=== design 1 ===
==> design_1/logic_types.png <==
Scale: 4 px per um.
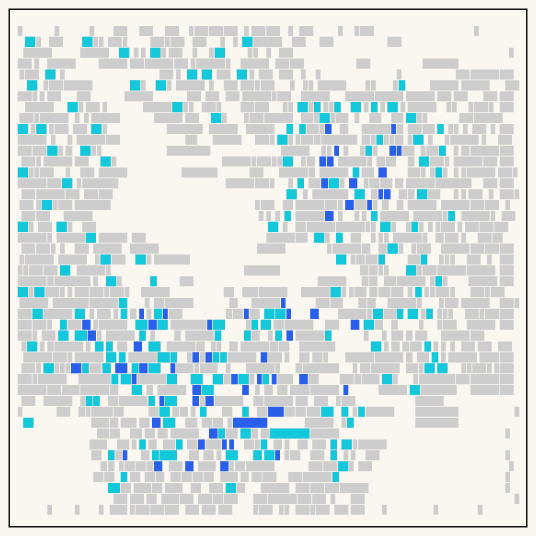

[config.mk]
export PLATFORM = sky130hd
export DESIGN_NAME = cgra_imem_loader
export DESIGN_NICKNAME = d
export VERILOG_FILES = /design/src/rtl/cgra_imem_loader.sv
export SDC_FILE = /design/constraint.sdc
export NUM_CORES = 1
export LEC_CHECK = 0
export ABC_AREA = 0
export CORE_MARGIN = 1.5
export CORE_UTILIZATION = 43
export DETAILED_ROUTE_END_ITERATION = 10
export PLACE_DENSITY = 0.87
export SYNTH_ARGS = -nofsm -noshare
export SYNTH_HDL_FRONTEND = slang
export SYNTH_SLANG_ARGS = --single-unit
[constraint.sdc]
create_clock -name clk_i -period 2.7 [get_ports clk_i]
set_input_delay 0.27 -clock clk_i [delete_from_list [all_inputs] [get_ports clk_i]]
set_output_delay 0.27 -clock clk_i [all_outputs]
set_load 0.05 [all_outputs]
[src/rtl/cgra_imem_loader.sv]
// rtl/cgra_imem_loader.sv - OBI-fetching loader that streams kernel words into CGRA imem
module cgra_imem_loader #(
   parameter int unsigned ADDR_WIDTH     = 32,
   parameter int unsigned DATA_WIDTH     = 32,
   parameter int unsigned IMEM_ADD_WIDTH = 8
) (
   input  logic                      clk_i,
   input  logic                      rstn_i,
   input  logic                      start_i,
   input  logic                      abort_i,
   input  logic [ADDR_WIDTH-1:0]     src_addr_i,
   input  logic [IMEM_ADD_WIDTH-1:0] dst_addr_i,
   input  logic [IMEM_ADD_WIDTH:0]   len_words_i,
   output logic                      busy_o,
   output logic                      done_o,
   output logic                      err_o,
   output logic                      data_req_o,
   input  logic                      data_gnt_i,
   input  logic                      data_rvalid_i,
   output logic                      data_we_o,
   output logic [3:0]                data_be_o,
   output logic [ADDR_WIDTH-1:0]     data_addr_o,
   output logic [DATA_WIDTH-1:0]     data_wdata_o,
   input  logic [DATA_WIDTH-1:0]     data_rdata_i,
   output logic [IMEM_ADD_WIDTH-1:0] cgra_ram_addr_o,
   output logic [DATA_WIDTH-1:0]     cgra_ram_wdata_o,
   output logic                      cgra_ram_we_o
);

   // Range check is done two bits wider than the imem address so that
   // dst + len cannot wrap, even for out-of-range len values.
   localparam logic [IMEM_ADD_WIDTH+1:0] DEPTH = (IMEM_ADD_WIDTH+2)'(2**IMEM_ADD_WIDTH);

   typedef enum logic [2:0] {
      S_IDLE,
      S_REQ,
      S_WAIT,
      S_WR,
      S_DONE
   } state_t;

   state_t                    state;
   logic [ADDR_WIDTH-1:0]     cur_src;
   logic [IMEM_ADD_WIDTH-1:0] cur_dst;
   logic [IMEM_ADD_WIDTH:0]   remaining;
   logic                      abort_q;

   logic [IMEM_ADD_WIDTH+1:0] dst_end;
   logic                      start_ok;
   logic [ADDR_WIDTH-1:0]     next_src;

   assign dst_end  = {2'b00, dst_addr_i} + {1'b0, len_words_i};
   assign start_ok = (len_words_i != '0) && (dst_end <= DEPTH);
   assign next_src = cur_src + ADDR_WIDTH'(4);

   // The loader only reads the bus; write-side signals are constant.
   assign data_we_o    = 1'b0;
   assign data_be_o    = 4'hF;
   assign data_wdata_o = '0;

   // Transfer FSM: one outstanding read; abort is only acted on when leaving WR
   // so every granted read has its rvalid consumed and its word written.
   always_ff @(posedge clk_i) begin
      if (!rstn_i) begin
         state            <= S_IDLE;
         cur_src          <= '0;
         cur_dst          <= '0;
         remaining        <= '0;
         abort_q          <= 1'b0;
         busy_o           <= 1'b0;
         done_o           <= 1'b0;
         err_o            <= 1'b0;
         data_req_o       <= 1'b0;
         data_addr_o      <= '0;
         cgra_ram_addr_o  <= '0;
         cgra_ram_wdata_o <= '0;
         cgra_ram_we_o    <= 1'b0;
      end else begin
         done_o <= 1'b0;
         err_o  <= 1'b0;
         if (state != S_IDLE && abort_i) begin
            abort_q <= 1'b1;
         end
         case (state)
            S_IDLE: begin
               abort_q <= 1'b0;
               if (start_i) begin
                  cur_src   <= src_addr_i;
                  cur_dst   <= dst_addr_i;
                  remaining <= len_words_i;
                  if (start_ok) begin
                     busy_o      <= 1'b1;
                     data_req_o  <= 1'b1;
                     data_addr_o <= src_addr_i;
                     state       <= S_REQ;
                  end else begin
                     err_o <= 1'b1;
                  end
               end
            end
            S_REQ: begin
               if (data_gnt_i) begin
                  data_req_o <= 1'b0;
                  state      <= S_WAIT;
               end
            end
            S_WAIT: begin
               if (data_rvalid_i) begin
                  cgra_ram_wdata_o <= data_rdata_i;
                  cgra_ram_addr_o  <= cur_dst;
                  cgra_ram_we_o    <= 1'b1;
                  state            <= S_WR;
               end
            end
            S_WR: begin
               cgra_ram_we_o <= 1'b0;
               cur_src       <= next_src;
               cur_dst       <= cur_dst + 1'b1;
               remaining     <= remaining - 1'b1;
               if (remaining == (IMEM_ADD_WIDTH+1)'(1) || abort_q || abort_i) begin
                  done_o <= 1'b1;
                  busy_o <= 1'b0;
                  state  <= S_DONE;
               end else begin
                  data_req_o  <= 1'b1;
                  data_addr_o <= next_src;
                  state       <= S_REQ;
               end
            end
            S_DONE: begin
               abort_q <= 1'b0;
               state   <= S_IDLE;
            end
            default: begin
               state <= S_IDLE;
            end
         endcase
      end
   end

endmodule

=== design 2 ===
File: src/rtl/result_bram_stream_reader.sv
// result_bram_stream_reader
//
// Purpose:
//   Drains the FP16 result circular buffer. The buffer is 2**PTR_W FP16 entries
//   stored as 16 FP16 per BRAM line. This block fetches whole lines up to the
//   writer's pointer and unpacks them into a one-FP16-per-beat valid/ready
//   stream. As beats are accepted it advances the read pointer, which the
//   writer uses to free space.
//
// Ports:
//   i_clk           clock
//   i_reset         asynchronous active-high reset
//   i_wr_ptr        writer pointer (next free slot), registered before use
//   i_enable        permits new line fetches; never aborts a line in progress
//   i_flush         one-cycle pulse that discards all unread data
//   o_bram_rd_en    BRAM read strobe; data returns one cycle later
//   o_bram_rd_addr  BRAM line address; holds its last value between fetches
//   i_bram_rd_data  BRAM line; FP16 k sits at bits [16k+15:16k]
//   o_m_valid       stream valid
//   o_m_data        stream FP16 data
//   i_m_ready       stream ready
//   o_rd_ptr        read pointer (next slot to emit)
//   o_used_entries  (wr_q - rd_ptr) modulo 2**PTR_W
//   o_busy          high whenever the FSM is not idle
//
// Stream handshake: a beat transfers on a rising edge where o_m_valid and
// i_m_ready are both high. Once o_m_valid rises, o_m_valid and o_m_data hold
// until that transfer happens. The only exception is i_flush, which drops
// valid on the following cycle.

module result_bram_stream_reader #(
    parameter int PTR_W       = 13,
    parameter int LINE_ADDR_W = 9,
    parameter int LINE_W      = 256
) (
    input  logic                   i_clk,
    input  logic                   i_reset,
    input  logic [PTR_W-1:0]       i_wr_ptr,
    input  logic                   i_enable,
    input  logic                   i_flush,
    output logic                   o_bram_rd_en,
    output logic [LINE_ADDR_W-1:0] o_bram_rd_addr,
    input  logic [LINE_W-1:0]      i_bram_rd_data,
    output logic                   o_m_valid,
    output logic [15:0]            o_m_data,
    input  logic                   i_m_ready,
    output logic [PTR_W-1:0]       o_rd_ptr,
    output logic [PTR_W-1:0]       o_used_entries,
    output logic                   o_busy
);

    localparam int WORD_IDX_W = PTR_W - LINE_ADDR_W;

    typedef enum logic [1:0] {
        ST_IDLE,
        ST_FETCH,
        ST_WAIT,
        ST_STREAM
    } state_t;

    state_t                 state;
    logic [PTR_W-1:0]       rd_ptr;
    logic [PTR_W-1:0]       wr_q;
    logic [PTR_W-1:0]       snap;
    logic [LINE_W-1:0]      line_buf;
    logic [LINE_ADDR_W-1:0] rd_addr_q;

    logic [PTR_W-1:0]       rd_ptr_inc;
    logic [7:0]             word_bit;

    assign rd_ptr_inc = rd_ptr + PTR_W'(1);
    // Bit offset of the current FP16 within the buffered line.
    assign word_bit   = {rd_ptr[WORD_IDX_W-1:0], 4'b0000};

    assign o_bram_rd_en   = (state == ST_FETCH);
    assign o_bram_rd_addr = rd_addr_q;
    assign o_m_valid      = (state == ST_STREAM) && (rd_ptr != snap);
    assign o_m_data       = line_buf[word_bit +: 16];
    assign o_rd_ptr       = rd_ptr;
    assign o_used_entries = wr_q - rd_ptr;
    assign o_busy         = (state != ST_IDLE);

    always_ff @(posedge i_clk or posedge i_reset) begin
        if (i_reset) begin
            state     <= ST_IDLE;
            rd_ptr    <= '0;
            wr_q      <= '0;
            snap      <= '0;
            line_buf  <= '0;
            rd_addr_q <= '0;
        end else begin
            // The writer commits its BRAM write one edge after its pointer
            // moves, so the registered copy only ever covers data that landed.
            wr_q <= i_wr_ptr;

            if (i_flush) begin
                // Takes priority over any handshake in the same cycle.
                rd_ptr <= wr_q;
                state  <= ST_IDLE;
            end else begin
                case (state)
                    ST_IDLE: begin
                        if (i_enable && (rd_ptr != wr_q)) begin
                            // The address register doubles as the hold
                            // value seen outside FETCH.
                            rd_addr_q <= rd_ptr[PTR_W-1:WORD_IDX_W];
                            state     <= ST_FETCH;
                        end
                    end
                    ST_FETCH: begin
                        // Freeze the emit limit for this line visit.
                        snap  <= wr_q;
                        state <= ST_WAIT;
                    end
                    ST_WAIT: begin
                        line_buf <= i_bram_rd_data;
                        state    <= ST_STREAM;
                    end
                    ST_STREAM: begin
                        if (rd_ptr == snap) begin
                            // Nothing to emit; only reachable defensively.
                            state <= ST_IDLE;
                        end else if (i_m_ready) begin
                            rd_ptr <= rd_ptr_inc;
                            // Leave when the line is used up, or when the
                            // snapshot is reached (same line refetched later).
                            if ((rd_ptr_inc[WORD_IDX_W-1:0] == '0) ||
                                (rd_ptr_inc == snap)) begin
                                state <= ST_IDLE;
                            end
                        end
                    end
                    default: state <= ST_IDLE;
                endcase
            end
        end
    end

endmodule
File: config.mk
export PLATFORM = sky130hd
export DESIGN_NAME = result_bram_stream_reader
export DESIGN_NICKNAME = d
export VERILOG_FILES = /design/src/rtl/result_bram_stream_reader.sv
export SDC_FILE = /design/constraint.sdc
export NUM_CORES = 1
export LEC_CHECK = 0
export ABC_CLOCK_PERIOD_IN_PS = 13800
export CAP_MARGIN = 15
export CORE_MARGIN = 3
export CORE_UTILIZATION = 52
export CTS_BUF_LIST = sky130_fd_sc_hd__clkbuf_4
export DETAILED_ROUTE_END_ITERATION = 16
export HOLD_SLACK_MARGIN = 0.12
export PLACE_DENSITY_LB_ADDON = 0.05
export SLEW_MARGIN = 20
export SYNTH_ARGS = -nofsm -noshare
export SYNTH_HDL_FRONTEND = slang
export SYNTH_SLANG_ARGS = --single-unit
File: constraint.sdc
create_clock -name i_clk -period 13.8 [get_ports i_clk]
set_clock_uncertainty 0.2 [all_clocks]
set_input_delay 2.76 -clock i_clk [delete_from_list [all_inputs] [get_ports i_clk]]
set_output_delay 2.76 -clock i_clk [all_outputs]
set_load 0.01 [all_outputs]
==> design_1/cell_density.png <==
Scale: 2 px per um. 13 x 13 tiles, from dark purple (low) to yellow (high), 0 to 100% covered.
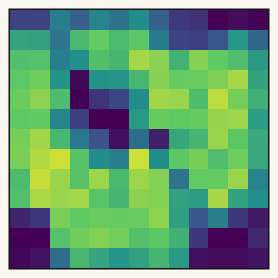
nearly empty tiles: 5.9%
fullest tile: 93%
tiles over 75% full: 33%
emptiest ninth of the die: bottom right
mean over tiles: 55%
floorplan core density: 44.4%
Layout Utilization: 61.1%
Core Region: 0.0154 mm^2

==> design_1/flops_by_reg.png <==
Scale: 3 px per um. Other sequential cells in the stronger grey, the rest of the logic in the fainter grey.
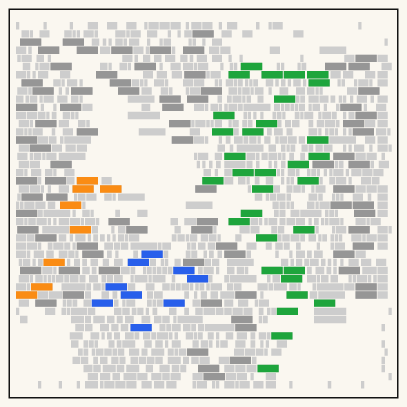
legend:
  `remaining`:
    colour: blue
    sequential_cells: 9
  `cgra_ram_addr_o`:
    colour: orange
    sequential_cells: 8
    where: left middle
  `cur_src`:
    colour: green
    sequential_cells: 32
not coloured: 81
Seq area share: 27.7%
Sequential Power: 2.18 mW
Reg area: 0.00260 mm^2

About design_1/logic_types.png:
legend:
  inverting AOI/OAI gates:
    colour: cyan
    cells: 166
    most_used: a21boi_0
    where: widely spread
  NOR gates:
    colour: blue
    cells: 58
    most_used: nor2_1
Top cell excl fill/tap: nand2_1
Comb area share: 41.2%

==> flow_summary_export.csv, design 1 <==
group,metric,value,unit
worst_setup_path,critPathTopFamily,"simple AND/OR/NAND/NOR gates",
cells_and_area,fin_nets,1141,
yosys,simple_gate_share,24.0,%
worst_setup_path,cp.depth,9,
placement,port_buffers,163,
cells_and_area,lay_top_cells,"nand2_1, clkdlybuf4s50_1, dfxtp_1",
outcome,status,"finished, final reports clean",
floorplanning,ioPinCount,201,
flow_run,warning_count,27,
yosys,ys.flop_type,"dfxtp_1",
clocking,cts_tree,"built",
sta,tightestPinTransition,0.588,ns
placement,dp_hpwl,12600,um
hold_path,holdCritStartpoint,"rstn_i",
routing,m1WireLength,7630,um
==> design_2/cell_density.png <==
Scale: 1.5 px per um. 17 x 17 tiles, from dark purple (low) to yellow (high), 0 to 100% covered.
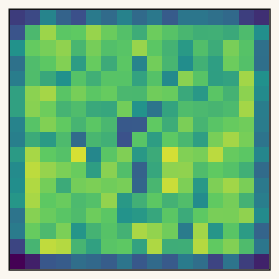
nearly empty tiles: 0.30%
fullest tile: 94%
tiles over 75% full: 30%
mean over tiles: 62%

==> flow_summary_export.csv, design 2 <==
group,metric,value,unit
routing,post_drt_wl_per_cell,22.1,um
floorplanning,die_w,173,um
clocking,cts_tree,"built",
hold_path,min_path_type,"reg -> reg",
worst_setup_path,cp-end-kind,"output pin",
power,vdd_ir_drop_max,0.000108,V
sta,rsz0062_at_grt,"false",
cells_and_area,clock_tree_area_fraction,5.35,%
power,combPwrFrac,33.2,%
worst_setup_path,critPathSlowestCell,"dfrtp_4",
placement,place_ws,7.33,ns
routing,dr.max_layer_used,"met5",
cells_and_area,n_fill_cell,1968,
power,p_comb,1.18,mW
outcome,status,"finished, final reports clean",
routing,routed_wl,38900,um
worst_setup_path,rr_worst_depth,10,
routing,drt_iter0_drc,601,
clocking,cts.clk_slew.worst_paths,0.05,ns
cells_and_area,final_cells,1761,
clocking,clockBufferDepth,3,
hold_path,hold_path_end,"line_buf[123]$_DFFE_PP0P_",
flow_run,maxCapViolCount,0,
yosys,ys.flop_type,"dfrtp_1",
grt,met2_usage,38.7,%
power,power_density,187,mW/mm^2
floorplanning,fp-utilization,53.3,%
worst_setup_path,crit_path_max_fanout,41,
grt,grtUsageMet3,10.1,%
floorplanning,rows,60,
worst_setup_path,start_kind,"flop",
cells_and_area,insertedDiodeCount,10,
sta,worst_slack,6.69,ns
power,clockPowerShare,22.7,%
cells_and_area,comb-cell-share,33.7,%
sta,fin_crit,7.11,ns
grt,grt_use_total,26.3,%
grt,grt_start_max_net_pins,188,
yosys,async_flop_share,100,%
cells_and_area,logic_gate_count,577,

=== design 3 ===
## src/rtl/pc_unit_if.sv

```systemverilog
// pc_unit_if: request/response bundle between the pipeline control and the PC unit
// Requests to the PC unit: stall, branch_taken/branch_target, trap, halt_req, resume, fetch_ready.
// Responses from the PC unit: pc, pc_next_seq, fetch_valid, epc, misalign, state.
// The PC unit connects through the master modport; the pipeline and test side use slave.
interface pc_unit_if #(
  parameter int unsigned XLEN = 32
);
  logic            stall;
  logic            branch_taken;
  logic [XLEN-1:0] branch_target;
  logic            trap;
  logic            halt_req;
  logic            resume;
  logic            fetch_ready;
  logic [XLEN-1:0] pc;
  logic [XLEN-1:0] pc_next_seq;
  logic            fetch_valid;
  logic [XLEN-1:0] epc;
  logic            misalign;
  logic [1:0]      state;
  modport master (
    input  stall, branch_taken, branch_target, trap, halt_req, resume, fetch_ready,
    output pc, pc_next_seq, fetch_valid, epc, misalign, state
  );
  modport slave (
    output stall, branch_taken, branch_target, trap, halt_req, resume, fetch_ready,
    input  pc, pc_next_seq, fetch_valid, epc, misalign, state
  );
endinterface

```

## src/rtl/pc_unit.sv

```systemverilog
// pc_unit: program counter with boot/run/halt control, branch redirect and trap entry
// Ports: clk (rising-edge clock), rst_n (asynchronous active-low reset),
//   bus (pc_unit_if.master): redirect, trap, halt and flow-control requests in;
//   pc, pc_next_seq, fetch_valid, epc, misalign and state out.
module pc_unit #(
  parameter int unsigned     XLEN         = 32,
  parameter logic [XLEN-1:0] RESET_VECTOR = XLEN'(32'h0000_0000),
  parameter logic [XLEN-1:0] TRAP_VECTOR  = XLEN'(32'h0000_0100),
  parameter int unsigned     STEP         = 4
) (
  input logic       clk,
  input logic       rst_n,
  pc_unit_if.master bus
);
  typedef enum logic [1:0] {BOOT = 2'b00, RUN = 2'b01, HALTED = 2'b10} state_t;
  state_t          state, state_n;
  logic [XLEN-1:0] pc, pc_n, epc, epc_n, pc_seq, target;
  logic            mis, mis_n;
  assign pc_seq = pc + XLEN'(STEP);
  assign target = {bus.branch_target[XLEN-1:1], 1'b0};
  always_ff @(posedge clk or negedge rst_n) begin
    if (!rst_n) begin
      state <= BOOT;
      pc    <= RESET_VECTOR;
      epc   <= '0;
      mis   <= 1'b0;
    end else begin
      state <= state_n;
      pc    <= pc_n;
      epc   <= epc_n;
      mis   <= mis_n;
    end
  end
  // A redirect whose bit 1 is set is not word-aligned; it enters the trap
  // vector instead and records the offending target in epc.
  always_comb begin
    state_n = state;
    pc_n    = pc;
    epc_n   = epc;
    mis_n   = 1'b0;
    case (state)
      BOOT: state_n = RUN;
      RUN: begin
        if (bus.trap) begin
          pc_n  = TRAP_VECTOR;
          epc_n = pc;
        end else if (bus.branch_taken) begin
          pc_n  = bus.branch_target[1] ? TRAP_VECTOR : target;
          epc_n = bus.branch_target[1] ? target : epc;
          mis_n = bus.branch_target[1];
        end else if (bus.halt_req) begin
          state_n = HALTED;
        end else if (!bus.stall && bus.fetch_ready) begin
          pc_n = pc_seq;
        end
      end
      HALTED: begin
        if (bus.trap) begin
          pc_n    = TRAP_VECTOR;
          epc_n   = pc;
          state_n = RUN;
        end else if (bus.resume && !bus.halt_req) begin
          state_n = RUN;
        end
      end
      default: state_n = BOOT;
    endcase
  end
  assign bus.pc          = pc;
  assign bus.pc_next_seq = pc_seq;
  assign bus.epc         = epc;
  assign bus.misalign    = mis;
  assign bus.state       = state;
  assign bus.fetch_valid = (state == RUN);
endmodule
```

## src/flat_wrapper.sv

```systemverilog
// flat-port wrapper written by rule: the top's interface ports become plain ports
module pc_unit_flat 
#(
  parameter int unsigned     XLEN         = 32,
  parameter logic [XLEN-1:0] RESET_VECTOR = XLEN'(32'h0000_0000),
  parameter logic [XLEN-1:0] TRAP_VECTOR  = XLEN'(32'h0000_0100),
  parameter int unsigned     STEP         = 4
)
  (clk, rst_n, bus_stall, bus_branch_taken, bus_branch_target, bus_trap, bus_halt_req, bus_resume, bus_fetch_ready, bus_pc, bus_pc_next_seq, bus_fetch_valid, bus_epc, bus_misalign, bus_state);
  pc_unit_if #(.XLEN(XLEN)) bus_i ();
  input logic clk;
  input logic rst_n;
  input wire logic [$bits(bus_i.stall)-1:0] bus_stall;
  input wire logic [$bits(bus_i.branch_taken)-1:0] bus_branch_taken;
  input wire logic [$bits(bus_i.branch_target)-1:0] bus_branch_target;
  input wire logic [$bits(bus_i.trap)-1:0] bus_trap;
  input wire logic [$bits(bus_i.halt_req)-1:0] bus_halt_req;
  input wire logic [$bits(bus_i.resume)-1:0] bus_resume;
  input wire logic [$bits(bus_i.fetch_ready)-1:0] bus_fetch_ready;
  output wire logic [$bits(bus_i.pc)-1:0] bus_pc;
  output wire logic [$bits(bus_i.pc_next_seq)-1:0] bus_pc_next_seq;
  output wire logic [$bits(bus_i.fetch_valid)-1:0] bus_fetch_valid;
  output wire logic [$bits(bus_i.epc)-1:0] bus_epc;
  output wire logic [$bits(bus_i.misalign)-1:0] bus_misalign;
  output wire logic [$bits(bus_i.state)-1:0] bus_state;
  assign bus_i.stall = bus_stall;
  assign bus_i.branch_taken = bus_branch_taken;
  assign bus_i.branch_target = bus_branch_target;
  assign bus_i.trap = bus_trap;
  assign bus_i.halt_req = bus_halt_req;
  assign bus_i.resume = bus_resume;
  assign bus_i.fetch_ready = bus_fetch_ready;
  assign bus_pc = bus_i.pc;
  assign bus_pc_next_seq = bus_i.pc_next_seq;
  assign bus_fetch_valid = bus_i.fetch_valid;
  assign bus_epc = bus_i.epc;
  assign bus_misalign = bus_i.misalign;
  assign bus_state = bus_i.state;
  pc_unit #(.XLEN(XLEN), .RESET_VECTOR(RESET_VECTOR), .TRAP_VECTOR(TRAP_VECTOR), .STEP(STEP)) u_core (.clk(clk), .rst_n(rst_n), .bus(bus_i));
endmodule
```

## config.mk

```make
export PLATFORM = sky130hd
export DESIGN_NAME = pc_unit_flat
export DESIGN_NICKNAME = d
export VERILOG_FILES = /design/src/rtl/pc_unit_if.sv /design/src/rtl/pc_unit.sv /design/src/flat_wrapper.sv
export SDC_FILE = /design/constraint.sdc
export NUM_CORES = 1
export LEC_CHECK = 0
export ABC_AREA = 1
export CAP_MARGIN = 5
export CORE_UTILIZATION = 47
export DETAILED_ROUTE_END_ITERATION = 10
export PLACE_DENSITY = 0.94
export SLEW_MARGIN = 40
export SYNTH_ARGS = -nofsm -noshare
export SYNTH_HDL_FRONTEND = slang
export SYNTH_SLANG_ARGS = --single-unit
```

## constraint.sdc

```tcl
create_clock -name clk -period 2.2 [get_ports clk]
set_input_delay 0.44 -clock clk [delete_from_list [all_inputs] [get_ports clk]]
set_output_delay 0.44 -clock clk [all_outputs]
set_load 0.05 [all_outputs]
```

=== design 4 ===
--- config.mk ---
export PLATFORM = sky130hd
export DESIGN_NAME = shift_add_multiplier
export DESIGN_NICKNAME = d
export VERILOG_FILES = /design/src/rtl/shift_add_multiplier_pkg.sv /design/src/rtl/shift_add_multiplier_adder.sv /design/src/rtl/shift_add_multiplier.sv
export SDC_FILE = /design/constraint.sdc
export NUM_CORES = 1
export LEC_CHECK = 0
export ABC_AREA = 1
export ABC_CLOCK_PERIOD_IN_PS = 5500
export CAP_MARGIN = 20
export CORE_ASPECT_RATIO = 1.4
export CORE_MARGIN = 5
export CORE_UTILIZATION = 25
export CTS_CLUSTER_SIZE = 24
export DETAILED_ROUTE_END_ITERATION = 7
export SLEW_MARGIN = 20
export SYNTH_ARGS = -nofsm -noshare
export SYNTH_HDL_FRONTEND = slang
export SYNTH_HIERARCHICAL = 1
export SYNTH_SLANG_ARGS = --single-unit
export TNS_END_PERCENT = 20
--- constraint.sdc ---
create_clock -name clk -period 5.5 [get_ports clk]
set_input_delay 1.1 -clock clk [delete_from_list [all_inputs] [get_ports clk]]
set_output_delay 1.1 -clock clk [all_outputs]
set_load 0.03 [all_outputs]
--- src/rtl/shift_add_multiplier_pkg.sv ---
// Shared definitions for the shift-and-add multiplier: FSM encodings and step-counter sizing.
package shift_add_multiplier_pkg;

    typedef enum logic [1:0] {
        IDLE = 2'd0,
        RUN  = 2'd1,
        DONE = 2'd2
    } state_t;

    localparam int DEFAULT_WIDTH = 32;

    // One add/shift step per operand bit; the counter only has to reach WIDTH-1.
    function automatic int cnt_bits(input int width);
        return (width > 1) ? $clog2(width) : 1;
    endfunction

endpackage

--- src/rtl/shift_add_multiplier_adder.sv ---
// WIDTH-bit ripple adder with carry in/out, shared by the multiplier datapath.
module shift_add_multiplier_adder #(
    parameter int WIDTH = 32
) (
    input  logic [WIDTH-1:0] x,
    input  logic [WIDTH-1:0] y,
    input  logic             carry_in,
    output logic [WIDTH-1:0] sum,
    output logic             carry_out
);

    assign {carry_out, sum} = {1'b0, x} + {1'b0, y} + {{WIDTH{1'b0}}, carry_in};

endmodule

--- src/rtl/shift_add_multiplier.sv ---
// Multi-cycle unsigned multiplier: one adder reused over WIDTH shift-and-add steps,
// full 2*WIDTH-bit product delivered with a single-cycle done pulse.
module shift_add_multiplier
    import shift_add_multiplier_pkg::*;
#(
    parameter int WIDTH = DEFAULT_WIDTH
) (
    input  logic               clk,
    input  logic               rst,
    input  logic               start,
    input  logic [WIDTH-1:0]   a,
    input  logic [WIDTH-1:0]   b,
    output logic               busy,
    output logic               done,
    output logic [2*WIDTH-1:0] result
);

    localparam int              CNT_W = cnt_bits(WIDTH);
    localparam logic [CNT_W-1:0] LAST = CNT_W'(WIDTH - 1);

    generate
        if (WIDTH < 2) begin : g_bad_width
            $error("shift_add_multiplier: WIDTH must be >= 2");
        end
    endgenerate

    state_t             state, state_nx;
    logic [CNT_W-1:0]   cnt;
    logic [WIDTH-1:0]   mcand;
    logic [2*WIDTH-1:0] prod, prod_nx;
    logic [WIDTH-1:0]   hi, lo, addend, sum;
    logic               carry;

    assign hi     = prod[2*WIDTH-1:WIDTH];
    assign lo     = prod[WIDTH-1:0];
    assign addend = lo[0] ? mcand : '0;

    shift_add_multiplier_adder #(.WIDTH(WIDTH)) u_adder (
        .x         (hi),
        .y         (addend),
        .carry_in  (1'b0),
        .sum       (sum),
        .carry_out (carry)
    );

    // Carry becomes the new top bit of hi so the shift never drops a product bit.
    assign prod_nx = {carry, sum, lo[WIDTH-1:1]};

    always_ff @(posedge clk) begin
        if (rst) state <= IDLE;
        else     state <= state_nx;
    end

    always_comb begin
        state_nx = state;
        case (state)
            IDLE:    if (start) state_nx = RUN;
            RUN:     if (cnt == LAST) state_nx = DONE;
            DONE:    state_nx = IDLE;
            default: state_nx = IDLE;
        endcase
    end

    always_ff @(posedge clk) begin
        if (rst) begin
            mcand  <= '0;
            prod   <= '0;
            cnt    <= '0;
            result <= '0;
            busy   <= 1'b0;
            done   <= 1'b0;
        end else begin
            case (state)
                IDLE: if (start) begin
                    mcand <= a;
                    prod  <= {{WIDTH{1'b0}}, b};
                    cnt   <= '0;
                end
                RUN: begin
                    prod <= prod_nx;
                    cnt  <= cnt + CNT_W'(1);
                    // Load on the final step so result is already valid in DONE.
                    if (cnt == LAST) result <= prod_nx;
                end
                default: ;
            endcase
            busy <= (state_nx != IDLE);
            done <= (state_nx == DONE);
        end
    end

endmodule
=== design 5 ===
===== config.mk =====
export PLATFORM = sky130hd
export DESIGN_NAME = i2c_slave_responder
export DESIGN_NICKNAME = d
export VERILOG_FILES = /design/src/rtl/i2c_slave_responder.sv
export SDC_FILE = /design/constraint.sdc
export NUM_CORES = 1
export LEC_CHECK = 0
export CORE_ASPECT_RATIO = 1.75
export CORE_MARGIN = 4
export CORE_UTILIZATION = 53
export DETAILED_ROUTE_END_ITERATION = 12
export PLACE_DENSITY = 0.79
export SYNTH_ARGS = -nofsm -noshare
export SYNTH_HDL_FRONTEND = slang
export SYNTH_SLANG_ARGS = --single-unit

===== constraint.sdc =====
create_clock -name clk -period 3.05 [get_ports clk]
set_input_delay 0.61 -clock clk [delete_from_list [all_inputs] [get_ports clk]]
set_output_delay 0.61 -clock clk [all_outputs]
set_load 0.02 [all_outputs]

===== src/rtl/i2c_slave_responder.sv =====
`timescale 1ns/1ps
// i2c_slave_responder
// Responder side of a single-master I2C link. sclk and sda_in are oversampled
// on the system clock; START/STOP framing, 7-bit address match with ACK, a
// receive path handing bytes to the user and a transmit path shifting out
// user-supplied bytes. SDA is split into sda_in (wire) and sda_out (0 = pull low).
module i2c_slave_responder #(
    parameter logic [6:0] SLAVE_ADDR  = 7'h5A,
    parameter int         SYNC_STAGES = 2
) (
    input  logic       clk,
    input  logic       rst,
    input  logic       sclk,
    input  logic       sda_in,
    output logic       sda_out,
    output logic [7:0] rx_data,
    output logic       rx_valid,
    input  logic       rx_ack_en,
    input  logic [7:0] tx_data,
    output logic       tx_req,
    output logic       busy,
    output logic       rd_mode,
    output logic [3:0] state
);

    typedef enum logic [3:0] {
        ST_IDLE     = 4'd0,
        ST_ADDR     = 4'd1,
        ST_ADDR_ACK = 4'd2,
        ST_RX_BYTE  = 4'd3,
        ST_RX_ACK   = 4'd4,
        ST_TX_BYTE  = 4'd5,
        ST_TX_ACK   = 4'd6
    } state_t;

    logic [SYNC_STAGES-1:0] r_scl_sync;
    logic [SYNC_STAGES-1:0] r_sda_sync;
    logic                   r_scl_prev;
    logic                   r_sda_prev;

    state_t     r_state;
    state_t     w_state_nxt;
    logic [2:0] r_cnt;
    logic [2:0] w_cnt_nxt;
    logic [7:0] r_shift;
    logic [7:0] w_shift_nxt;
    // Set when a byte (or the address, or the master's ACK) has completed on a
    // rise; the action it triggers happens on the following scl fall.
    logic       r_pend;
    logic       w_pend_nxt;
    logic       r_sda_out;
    logic       w_sda_nxt;
    logic [7:0] r_rx_data;
    logic [7:0] w_rx_data_nxt;
    logic       r_rx_valid;
    logic       w_rx_valid_nxt;
    logic       r_busy;
    logic       w_busy_nxt;
    logic       r_rd_mode;
    logic       w_rd_mode_nxt;
    logic       w_tx_req;

    logic       w_s_scl;
    logic       w_s_sda;
    logic       w_rise;
    logic       w_fall;
    logic       w_start;
    logic       w_stop;
    logic [7:0] w_byte;

    assign w_s_scl = r_scl_sync[SYNC_STAGES-1];
    assign w_s_sda = r_sda_sync[SYNC_STAGES-1];
    assign w_rise  = w_s_scl & ~r_scl_prev;
    assign w_fall  = ~w_s_scl & r_scl_prev;
    assign w_start = w_s_scl & r_sda_prev & ~w_s_sda;
    assign w_stop  = w_s_scl & ~r_sda_prev & w_s_sda;
    assign w_byte  = {r_shift[6:0], w_s_sda};

    assign sda_out  = r_sda_out;
    assign rx_data  = r_rx_data;
    assign rx_valid = r_rx_valid;
    assign tx_req   = w_tx_req;
    assign busy     = r_busy;
    assign rd_mode  = r_rd_mode;
    assign state    = r_state;

    // Synchronize the bus pins and keep one-sample history for edge detection.
    always_ff @(posedge clk or posedge rst) begin
        if (rst) begin
            r_scl_sync <= '1;
            r_sda_sync <= '1;
            r_scl_prev <= 1'b1;
            r_sda_prev <= 1'b1;
        end else begin
            r_scl_sync <= {r_scl_sync[SYNC_STAGES-2:0], sclk};
            r_sda_sync <= {r_sda_sync[SYNC_STAGES-2:0], sda_in};
            r_scl_prev <= w_s_scl;
            r_sda_prev <= w_s_sda;
        end
    end

    // FSM state and control registers; reset releases SDA immediately.
    always_ff @(posedge clk or posedge rst) begin
        if (rst) begin
            r_state    <= ST_IDLE;
            r_cnt      <= 3'd0;
            r_pend     <= 1'b0;
            r_sda_out  <= 1'b1;
            r_rx_data  <= 8'h00;
            r_rx_valid <= 1'b0;
            r_busy     <= 1'b0;
            r_rd_mode  <= 1'b0;
        end else begin
            r_state    <= w_state_nxt;
            r_cnt      <= w_cnt_nxt;
            r_pend     <= w_pend_nxt;
            r_sda_out  <= w_sda_nxt;
            r_rx_data  <= w_rx_data_nxt;
            r_rx_valid <= w_rx_valid_nxt;
            r_busy     <= w_busy_nxt;
            r_rd_mode  <= w_rd_mode_nxt;
        end
    end

    // Shift register is pure datapath; its content is always rewritten before use.
    always_ff @(posedge clk) begin
        r_shift <= w_shift_nxt;
    end

    // Next-state and output decode; START/STOP override whatever state is active.
    always_comb begin
        w_state_nxt    = r_state;
        w_cnt_nxt      = r_cnt;
        w_shift_nxt    = r_shift;
        w_pend_nxt     = r_pend;
        w_sda_nxt      = r_sda_out;
        w_rx_data_nxt  = r_rx_data;
        w_rx_valid_nxt = 1'b0;
        w_busy_nxt     = r_busy;
        w_rd_mode_nxt  = r_rd_mode;
        w_tx_req       = 1'b0;

        if (w_stop) begin
            w_state_nxt = ST_IDLE;
            w_sda_nxt   = 1'b1;
            w_busy_nxt  = 1'b0;
            w_pend_nxt  = 1'b0;
            w_cnt_nxt   = 3'd0;
        end else if (w_start) begin
            w_state_nxt = ST_ADDR;
            w_sda_nxt   = 1'b1;
            w_pend_nxt  = 1'b0;
            w_cnt_nxt   = 3'd0;
        end else begin
            case (r_state)
                ST_IDLE: begin
                    w_sda_nxt = 1'b1;
                end
                ST_ADDR: begin
                    if (w_rise && !r_pend) begin
                        w_shift_nxt = w_byte;
                        w_cnt_nxt   = r_cnt + 3'd1;
                        if (r_cnt == 3'd7) begin
                            if (w_byte[7:1] == SLAVE_ADDR) begin
                                w_rd_mode_nxt = w_byte[0];
                                w_busy_nxt    = 1'b1;
                                w_pend_nxt    = 1'b1;
                            end else begin
                                w_state_nxt = ST_IDLE;
                                w_busy_nxt  = 1'b0;
                            end
                        end
                    end else if (w_fall && r_pend) begin
                        w_sda_nxt   = 1'b0;
                        w_pend_nxt  = 1'b0;
                        w_state_nxt = ST_ADDR_ACK;
                    end
                end
                ST_ADDR_ACK: begin
                    if (w_fall) begin
                        w_cnt_nxt = 3'd0;
                        if (r_rd_mode) begin
                            w_tx_req    = 1'b1;
                            w_shift_nxt = tx_data;
                            w_sda_nxt   = tx_data[7];
                            w_state_nxt = ST_TX_BYTE;
                        end else begin
                            w_sda_nxt   = 1'b1;
                            w_state_nxt = ST_RX_BYTE;
                        end
                    end
                end
                ST_RX_BYTE: begin
                    if (w_rise && !r_pend) begin
                        w_shift_nxt = w_byte;
                        w_cnt_nxt   = r_cnt + 3'd1;
                        if (r_cnt == 3'd7) begin
                            w_rx_data_nxt  = w_byte;
                            w_rx_valid_nxt = 1'b1;
                            w_pend_nxt     = 1'b1;
                        end
                    end else if (w_fall && r_pend) begin
                        w_sda_nxt   = ~rx_ack_en;
                        w_pend_nxt  = 1'b0;
                        w_state_nxt = ST_RX_ACK;
                    end
                end
                ST_RX_ACK: begin
                    if (w_fall) begin
                        w_sda_nxt   = 1'b1;
                        w_cnt_nxt   = 3'd0;
                        w_state_nxt = ST_RX_BYTE;
                    end
                end
                ST_TX_BYTE: begin
                    // MSB went out on entry; falls 1..7 drive bits 6..0, fall 8 releases.
                    if (w_fall) begin
                        if (r_cnt == 3'd7) begin
                            w_sda_nxt   = 1'b1;
                            w_cnt_nxt   = 3'd0;
                            w_state_nxt = ST_TX_ACK;
                        end else begin
                            w_shift_nxt = {r_shift[6:0], 1'b0};
                            w_sda_nxt   = r_shift[6];
                            w_cnt_nxt   = r_cnt + 3'd1;
                        end
                    end
                end
                ST_TX_ACK: begin
                    if (w_rise && !r_pend) begin
                        if (!w_s_sda) begin
                            w_pend_nxt = 1'b1;
                        end else begin
                            w_sda_nxt   = 1'b1;
                            w_state_nxt = ST_IDLE;
                        end
                    end else if (w_fall && r_pend) begin
                        w_pend_nxt  = 1'b0;
                        w_tx_req    = 1'b1;
                        w_shift_nxt = tx_data;
                        w_sda_nxt   = tx_data[7];
                        w_cnt_nxt   = 3'd0;
                        w_state_nxt = ST_TX_BYTE;
                    end
                end
                default: begin
                    w_state_nxt = ST_IDLE;
                    w_sda_nxt   = 1'b1;
                end
            endcase
        end
    end

endmodule


==> design_3/flops_by_reg.png <==
Scale: 4 px per um. Other sequential cells in the stronger grey, the rest of the logic in the fainter grey.
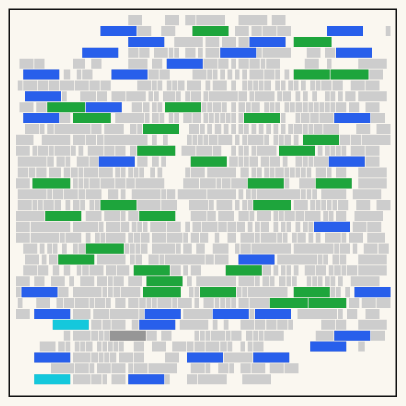
legend:
  `u_core.bus.state`:
    colour: cyan
    sequential_cells: 2
  `u_core.bus.pc`:
    colour: green
    sequential_cells: 30
  `u_core.bus.epc`:
    colour: blue
    sequential_cells: 31
    where: widely spread
not coloured: 1
Reg area: 0.00162 mm^2
Seq area share: 23.8%
Layout Utilization: 78.2%

==> flow_summary_export.csv, design 3 <==
group,metric,value,unit
routing,dr_total_vias,4749,
sta,setup_viol,22,
sta,relSlewSlack,62.6,%
power,p_comb,7.74,mW
power,p_int,5.24,mW
cells_and_area,logic_area,0.00256,mm^2
sta,worst_slack,-0.185,ns
cells_and_area,buf_share,30.1,%
worst_setup_path,worstPathArrival,1.94,ns
worst_setup_path,rrSetupSlack,0.24,ns
yosys,async_flop_share,100,%
clocking,cts_tree,"built",
placement,port_buffers,133,
cells_and_area,fin_nets,791,
worst_setup_path,r2r_end,"u_core.bus.pc[2]$_DFFE_PN0P_",
clocking,cts_hold_buf,0,
routing,post_drt_wl_per_cell,16.8,um
grt,grt_start_max_net_pins,65,
sta,max_freq,0.419,GHz
cells_and_area,clock_tree_area_fraction,3.26,%
grt,busiest_layer,"met2",
worst_setup_path,path_buffers,3,
worst_setup_path,start_kind,"flop",
outcome,status,"complete, but fails checks",
cells_and_area,comb-cell-share,37.8,%
cells_and_area,fin_area,0.00679,mm^2
routing,routed_wl,14500,um
floorplanning,die_y,96.4,um
yosys,topCellsByArea,"dfrtp_1, nand2_1, o21a_1, inv_1, o211ai_1",
flow_run,maxCapViolCount,0,
placement,place_ws,-0.124,ns
outcome,violations,"setup timing",
yosys,largest_area_cell,"dfrtp_1",
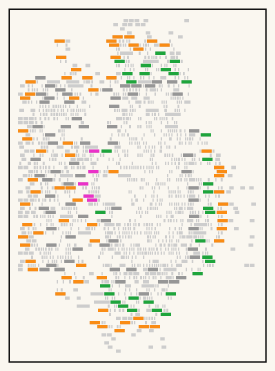
(design_4/flops_by_reg.png)
Scale: 1.5 px per um. Other sequential cells in the stronger grey, the rest of the logic in the fainter grey.
legend:
  `cnt`:
    colour: magenta
    sequential_cells: 5
  `result`:
    colour: orange
    sequential_cells: 64
    where: widely spread
  `mcand`:
    colour: green
    sequential_cells: 32
not coloured: 68
Layout Utilization: 31.6%
Reg area: 0.00338 mm^2
Seq area share: 29.9%
Sequential Power: 1.28 mW

==> flow_summary_export.csv, design 4 <==
group,metric,value,unit
yosys,yosys-top-cells-count,"nand2_1, nor2_1, inv_1, dfxtp_1, o21ai_0",
worst_setup_path,cp.depth,7,
yosys,largest_area_cell,"dfxtp_1",
routing,wl_met3,1370,um
grt,grtUsageMet3,3.31,%
cells_and_area,buf_share,12.3,%
routing,m1WireLength,11400,um
flow_run,warning_count,26,
hold_path,hold_path_end,"prod[43]$_SDFFE_PP0P_",
routing,drcViolationCount,0,
yosys,adder_share,5.05,%
sta,period_used_share,62.4,%
placement,dp_hpwl,19900,um
outcome,status,"finished, final reports clean",
power,combPwrFrac,8.0,%
routing,postRouteAntennaNets,0,
clocking,cts.repair.resized,0,
grt,grt_start_max_net_pins,65,
yosys,syn_area,0.00898,mm^2
placement,place_congestion,0.839,
worst_setup_path,rr_worst_depth,17,
floorplanning,die_w,170,um
sta,finalHoldViolCount,0,
yosys,ys.flops,169,
placement,place_area,0.0107,mm^2
cells_and_area,insertedDiodeCount,0,
sta,setup-tns-final,0,ns
yosys,top_cell,"nand2_1",
placement,placedCellCount,1979,
cells_and_area,areaGrowthSynthToFinish,25.9,%
yosys,yosysUniqueCellTypes,30,
yosys,ys_cells,1438,
yosys,xor_share,1.46,%
routing,routed_via_density,4.36,
yosys,ys_area,0.00898,mm^2
==> design_5/clocks.png <==
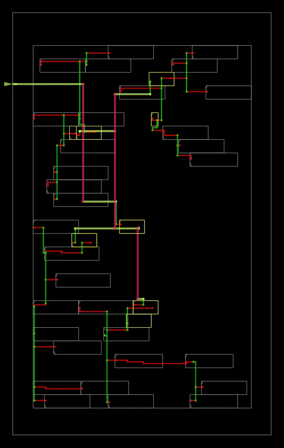
total CTS buffers: 5
Num Clock Sinks: 32
clock-net power: 327 uW
clock skew: 0.00541 ns
layout sequential cell count: 32

==> flow_summary_export.csv, design 5 <==
group,metric,value,unit
floorplanning,die_w,52.3,um
worst_setup_path,r2r_end,"r_shift[1]$_DFFE_PP_",
yosys,ys.flop_type,"dfrtp_1",
clocking,cts_root_buf,"clkbuf_8",
placement,dp_hpwl,3230,um
cells_and_area,final_cells,242,
power,maxPowerGroup,"registers",
cells_and_area,drive_above_1_share,20.1,%
floorplanning,rows,27,
floorplanning,fp-utilization,56.1,%
worst_setup_path,path_buffers,1,
routing,wl_met3,254,um
worst_setup_path,start_kind,"flop",
routing,dr.pass1.iters,4,
outcome,status,"finished, final reports clean",
hold_path,min_path_type,"reg -> reg",
grt,met2_usage,39.0,%
clocking,cts.repair_timing.setup_buffer_count,0,
cells_and_area,n_fill_cell,280,

==> screenshots <==
Gate families picked out.
image #1
Scale: 8 px per um.
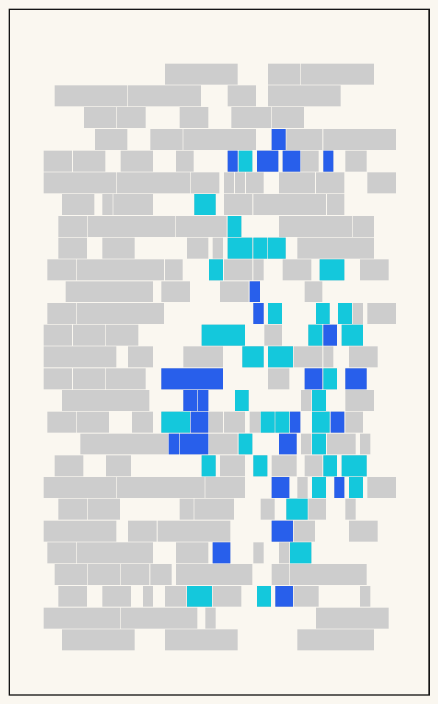
image #2
Scale: 4 px per um.
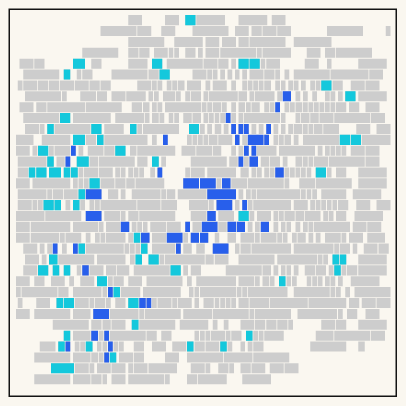
image #3
Scale: 2 px per um.
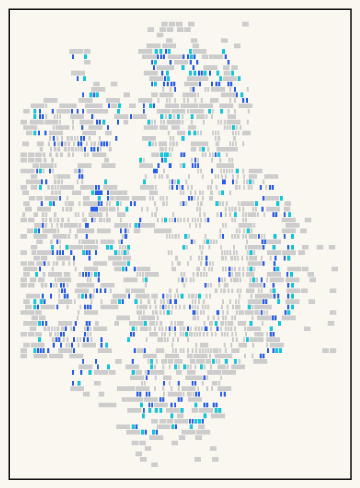
design 4: image #3
design 3: image #2
design 5: image #1
The one with the largest die is image #3.
The one with the most cells is image #3.

Key to image #2:
legend:
  NOR gates:
    colour: blue
    cells: 52
    most_used: nor2_1
  inverting AOI/OAI gates:
    colour: cyan
    cells: 63
    where: widely spread


=== design 6 ===
==> design_6/logic_types.png <==
Scale: 3 px per um.
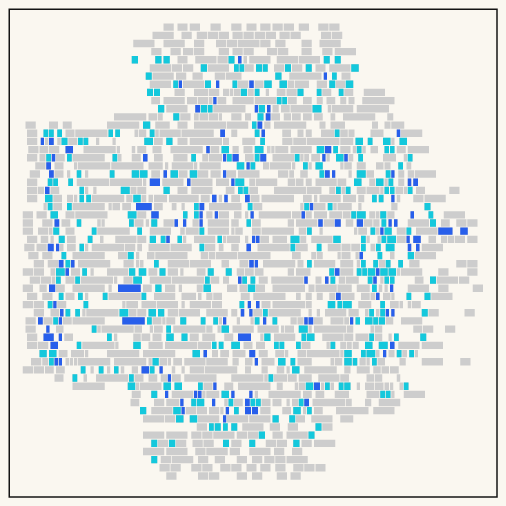
==> design_6/clocks.png <==
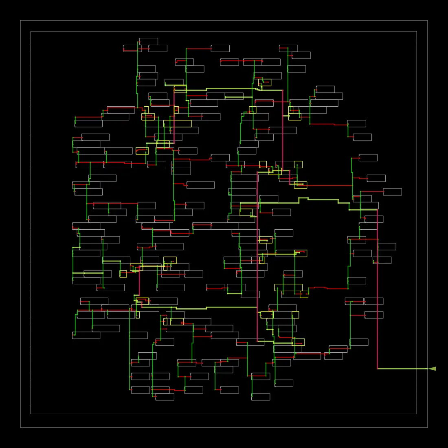
==> design_6/cell_density.png <==
Scale: 1.5 px per um. 16 x 16 tiles, from dark purple (low) to yellow (high), 0 to 100% covered.
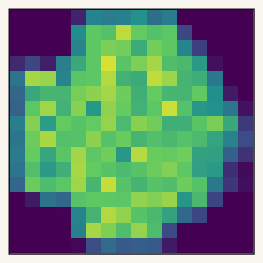
==> src/rtl/muldiv_hilo_pkg.sv <==
// Shared definitions for the multiply/divide unit and the control decoder:
// op encodings, FSM state encoding and the default operand width.
package muldiv_hilo_pkg;

  localparam int MD_WIDTH = 32;

  localparam logic [2:0] MD_MULT  = 3'b000;
  localparam logic [2:0] MD_MULTU = 3'b001;
  localparam logic [2:0] MD_DIV   = 3'b010;
  localparam logic [2:0] MD_DIVU  = 3'b011;
  localparam logic [2:0] MD_MTHI  = 3'b100;
  localparam logic [2:0] MD_MTLO  = 3'b101;

  localparam logic [1:0] ST_IDLE = 2'd0;
  localparam logic [1:0] ST_RUN  = 2'd1;
  localparam logic [1:0] ST_FIX  = 2'd2;

endpackage

==> src/rtl/muldiv_step.sv <==
// One iteration of the unsigned shift-add multiplier or restoring divider.
// The divide path exists only when MULDIV_HILO_DIV_EN is defined.
module muldiv_step
  import muldiv_hilo_pkg::*;
#(
  parameter int WIDTH = MD_WIDTH
) (
  input  logic             is_div,
  input  logic [WIDTH-1:0] acc_hi,
  input  logic [WIDTH-1:0] acc_lo,
  input  logic [WIDTH-1:0] m,
  output logic [WIDTH-1:0] nxt_hi,
  output logic [WIDTH-1:0] nxt_lo
);

  logic [WIDTH:0] mul_sum;

`ifdef MULDIV_HILO_DIV_EN
  logic [WIDTH:0]   div_shift;
  logic [WIDTH-1:0] div_diff;
`else
  logic unused_is_div;
  assign unused_is_div = is_div;
`endif

  // NOTE: every signal written here gets a value before any conditional
  // override, so no path can leave it unassigned and infer a latch.
  always_comb begin
    // Multiply: {acc_hi,acc_lo} holds partial product over the remaining multiplier bits.
    mul_sum = {1'b0, acc_hi} + (acc_lo[0] ? {1'b0, m} : '0);
    nxt_hi  = mul_sum[WIDTH:1];
    nxt_lo  = {mul_sum[0], acc_lo[WIDTH-1:1]};
`ifdef MULDIV_HILO_DIV_EN
    // Divide: acc_hi is the partial remainder, acc_lo shifts dividend out and quotient in.
    div_shift = {acc_hi, acc_lo[WIDTH-1]};
    div_diff  = div_shift[WIDTH-1:0] - m;
    if (is_div) begin
      if (div_shift >= {1'b0, m}) begin
        nxt_hi = div_diff;
        nxt_lo = {acc_lo[WIDTH-2:0], 1'b1};
      end else begin
        nxt_hi = div_shift[WIDTH-1:0];
        nxt_lo = {acc_lo[WIDTH-2:0], 1'b0};
      end
    end
`endif
  end

endmodule

==> src/rtl/muldiv_hilo.sv <==
// Iterative MULT/MULTU/DIV/DIVU unit with the HI/LO register pair.
// Define MULDIV_HILO_DIV_EN to include the divider; otherwise DIV/DIVU are no-ops.
module muldiv_hilo
  import muldiv_hilo_pkg::*;
#(
  parameter int WIDTH = MD_WIDTH
) (
  input  logic             clock,
  input  logic             reset,
  input  logic             start,
  input  logic [2:0]       op,
  input  logic [WIDTH-1:0] a,
  input  logic [WIDTH-1:0] b,
  output logic             busy,
  output logic             done,
  output logic [WIDTH-1:0] hi,
  output logic [WIDTH-1:0] lo
);

  localparam int CW = $clog2(WIDTH);

  logic [1:0]       state;
  logic [CW-1:0]    cnt;
  logic [WIDTH-1:0] acc_hi, acc_lo, m_op;
  logic [WIDTH-1:0] nxt_hi, nxt_lo;
  logic             is_div, neg_res, neg_rem, div_zero;

  logic             signed_op;
  logic [WIDTH-1:0] a_mag, b_mag;
  logic [2*WIDTH-1:0] prod_fix;
  logic [WIDTH-1:0] quo_fix, rem_fix;
  logic             take_mul, take_div;

  assign busy      = (state != ST_IDLE);
  assign signed_op = (op == MD_MULT) || (op == MD_DIV);
  assign a_mag     = (signed_op && a[WIDTH-1]) ? -a : a;
  assign b_mag     = (signed_op && b[WIDTH-1]) ? -b : b;

  assign take_mul = (state == ST_IDLE) && start && ((op == MD_MULT) || (op == MD_MULTU));
`ifdef MULDIV_HILO_DIV_EN
  assign take_div = (state == ST_IDLE) && start && ((op == MD_DIV) || (op == MD_DIVU));
`else
  assign take_div = 1'b0;
`endif

  // Sign correction applied in FIX; the iteration itself works on magnitudes.
  assign prod_fix = neg_res ? -{acc_hi, acc_lo} : {acc_hi, acc_lo};
  assign quo_fix  = div_zero ? '1 : (neg_res ? -acc_lo : acc_lo);
  assign rem_fix  = neg_rem ? -acc_hi : acc_hi;

  muldiv_step #(.WIDTH(WIDTH)) u_step (
    .is_div (is_div),
    .acc_hi (acc_hi),
    .acc_lo (acc_lo),
    .m      (m_op),
    .nxt_hi (nxt_hi),
    .nxt_lo (nxt_lo)
  );

  // NOTE: state is updated with non-blocking assignments so every register
  // samples the pre-edge values, independent of statement order.
  always_ff @(posedge clock) begin
    if (reset) begin
      state <= ST_IDLE;
      cnt   <= '0;
      done  <= 1'b0;
      hi    <= '0;
      lo    <= '0;
    end else begin
      done <= 1'b0;
      case (state)
        ST_IDLE: begin
          if (start && op == MD_MTHI) hi <= a;
          if (start && op == MD_MTLO) lo <= a;
          if (take_mul || take_div) begin
            cnt   <= '0;
            state <= ST_RUN;
          end
        end
        ST_RUN: begin
          cnt <= cnt + 1'b1;
          if (cnt == CW'(WIDTH - 1)) state <= ST_FIX;
        end
        ST_FIX: begin
          if (is_div) begin
            hi <= rem_fix;
            lo <= quo_fix;
          end else begin
            {hi, lo} <= prod_fix;
          end
          done  <= 1'b1;
          state <= ST_IDLE;
        end
        default: state <= ST_IDLE;
      endcase
    end
  end

  // NOTE: the datapath needs no reset; it is always loaded on acceptance
  // before its contents can reach HI/LO.
  always_ff @(posedge clock) begin
    if (take_mul) begin
      acc_hi   <= '0;
      acc_lo   <= b_mag;
      m_op     <= a_mag;
      is_div   <= 1'b0;
      neg_res  <= signed_op & (a[WIDTH-1] ^ b[WIDTH-1]);
      neg_rem  <= 1'b0;
      div_zero <= 1'b0;
    end else if (take_div) begin
      acc_hi   <= '0;
      acc_lo   <= a_mag;
      m_op     <= b_mag;
      is_div   <= 1'b1;
      neg_res  <= signed_op & (a[WIDTH-1] ^ b[WIDTH-1]);
      neg_rem  <= signed_op & a[WIDTH-1];
      div_zero <= (b == '0);
    end else if (state == ST_RUN) begin
      acc_hi <= nxt_hi;
      acc_lo <= nxt_lo;
    end
  end

endmodule

==> config.mk <==
export PLATFORM = sky130hd
export DESIGN_NAME = muldiv_hilo
export DESIGN_NICKNAME = d
export VERILOG_FILES = /design/src/rtl/muldiv_hilo_pkg.sv /design/src/rtl/muldiv_step.sv /design/src/rtl/muldiv_hilo.sv
export SDC_FILE = /design/constraint.sdc
export NUM_CORES = 1
export LEC_CHECK = 0
export ABC_CLOCK_PERIOD_IN_PS = 7400
export CAP_MARGIN = 20
export CORE_MARGIN = 4
export CORE_UTILIZATION = 45
export CTS_BUF_LIST = sky130_fd_sc_hd__clkbuf_8
export DETAILED_ROUTE_END_ITERATION = 7
export GPL_ROUTABILITY_DRIVEN = 0
export PLACE_DENSITY = 0.78
export SYNTH_ARGS = -nofsm -noshare
export SYNTH_HDL_FRONTEND = slang
export SYNTH_SLANG_ARGS = --single-unit
==> constraint.sdc <==
create_clock -name clock -period 7.4 [get_ports clock]
set_input_delay 0.74 -clock clock [delete_from_list [all_inputs] [get_ports clock]]
set_output_delay 0.74 -clock clock [all_outputs]
set_load 0.05 [all_outputs]
==> flow_summary_export.csv <==
group,metric,value,unit
outcome,status,"finished, final reports clean",
sta,max_freq,0.243,GHz
power,switching_power,876,uW
power,power_density,198,mW/mm^2
power,combPwrFrac,28.1,%
yosys,xor_share,11.4,%
cells_and_area,fin_area,0.0127,mm^2
yosys,ys_area,0.0107,mm^2
power,p_int,1.63,mW
yosys,synth_top_area_share,19.5,%
clocking,cts_tree,"built",
clocking,cts_max_level,4,
worst_setup_path,worstPathRequired,7.77,ns
yosys,top_cell,"nand2_1",
worst_setup_path,critPathTopFamily,"AND-OR/OR-AND gates",
routing,postRouteAntennaNets,0,
worst_setup_path,reg2reg_from,"acc_lo[0]$_DFFE_PP_",
cells_and_area,drive_above_1_share,4.49,%
cells_and_area,final_common_cell,"clkdlybuf4s50_1",
placement,port_buffers,135,
sta,period_used_share,55.5,%
clocking,cts_hold_buf,0,
yosys,mux_area_share,5.10,%
worst_setup_path,path_common_cell,"a211oi_1",
clocking,clockBufferDepth,2,
grt,met1_usage,31.4,%
Notes on design_6/logic_types.png above:
legend:
  inverting AOI/OAI gates:
    colour: cyan
    cells: 321
    most_used: a21oi_1
  NOR gates:
    colour: blue
    cells: 139
    most_used: nor2_1

Notes on design_6/clocks.png above:
Num Clock Sinks: 169
Late-Pin Clk Latency: 0.48 ns
clock-net power: 643 uW
clock buffers: 17
clock skew: 0.0115 ns

Notes on design_6/cell_density.png above:
fullest tile: 94%
mean over tiles: 47%
nearly empty tiles: 23%
tiles over 75% full: 23%



==> gallery <==
Cell density map.
Plate I
Scale: 3 px per um. 10 x 10 tiles, from dark purple (low) to yellow (high), 0 to 100% covered.
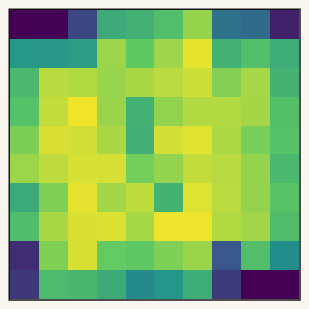
Plate II
Scale: 1 px per um. 17 x 23 tiles, from dark purple (low) to yellow (high), 0 to 100% covered.
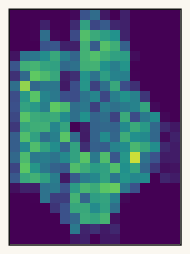
Plate III
Scale: 4 px per um. 5 x 9 tiles, from dark purple (low) to yellow (high), 0 to 100% covered.
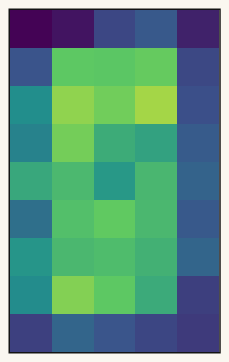
| picture | from |
|---|---|
| Plate III | design 5 |
| Plate I | design 3 |
| Plate II | design 4 |

Power is estimated from default activity; no workload was simulated.
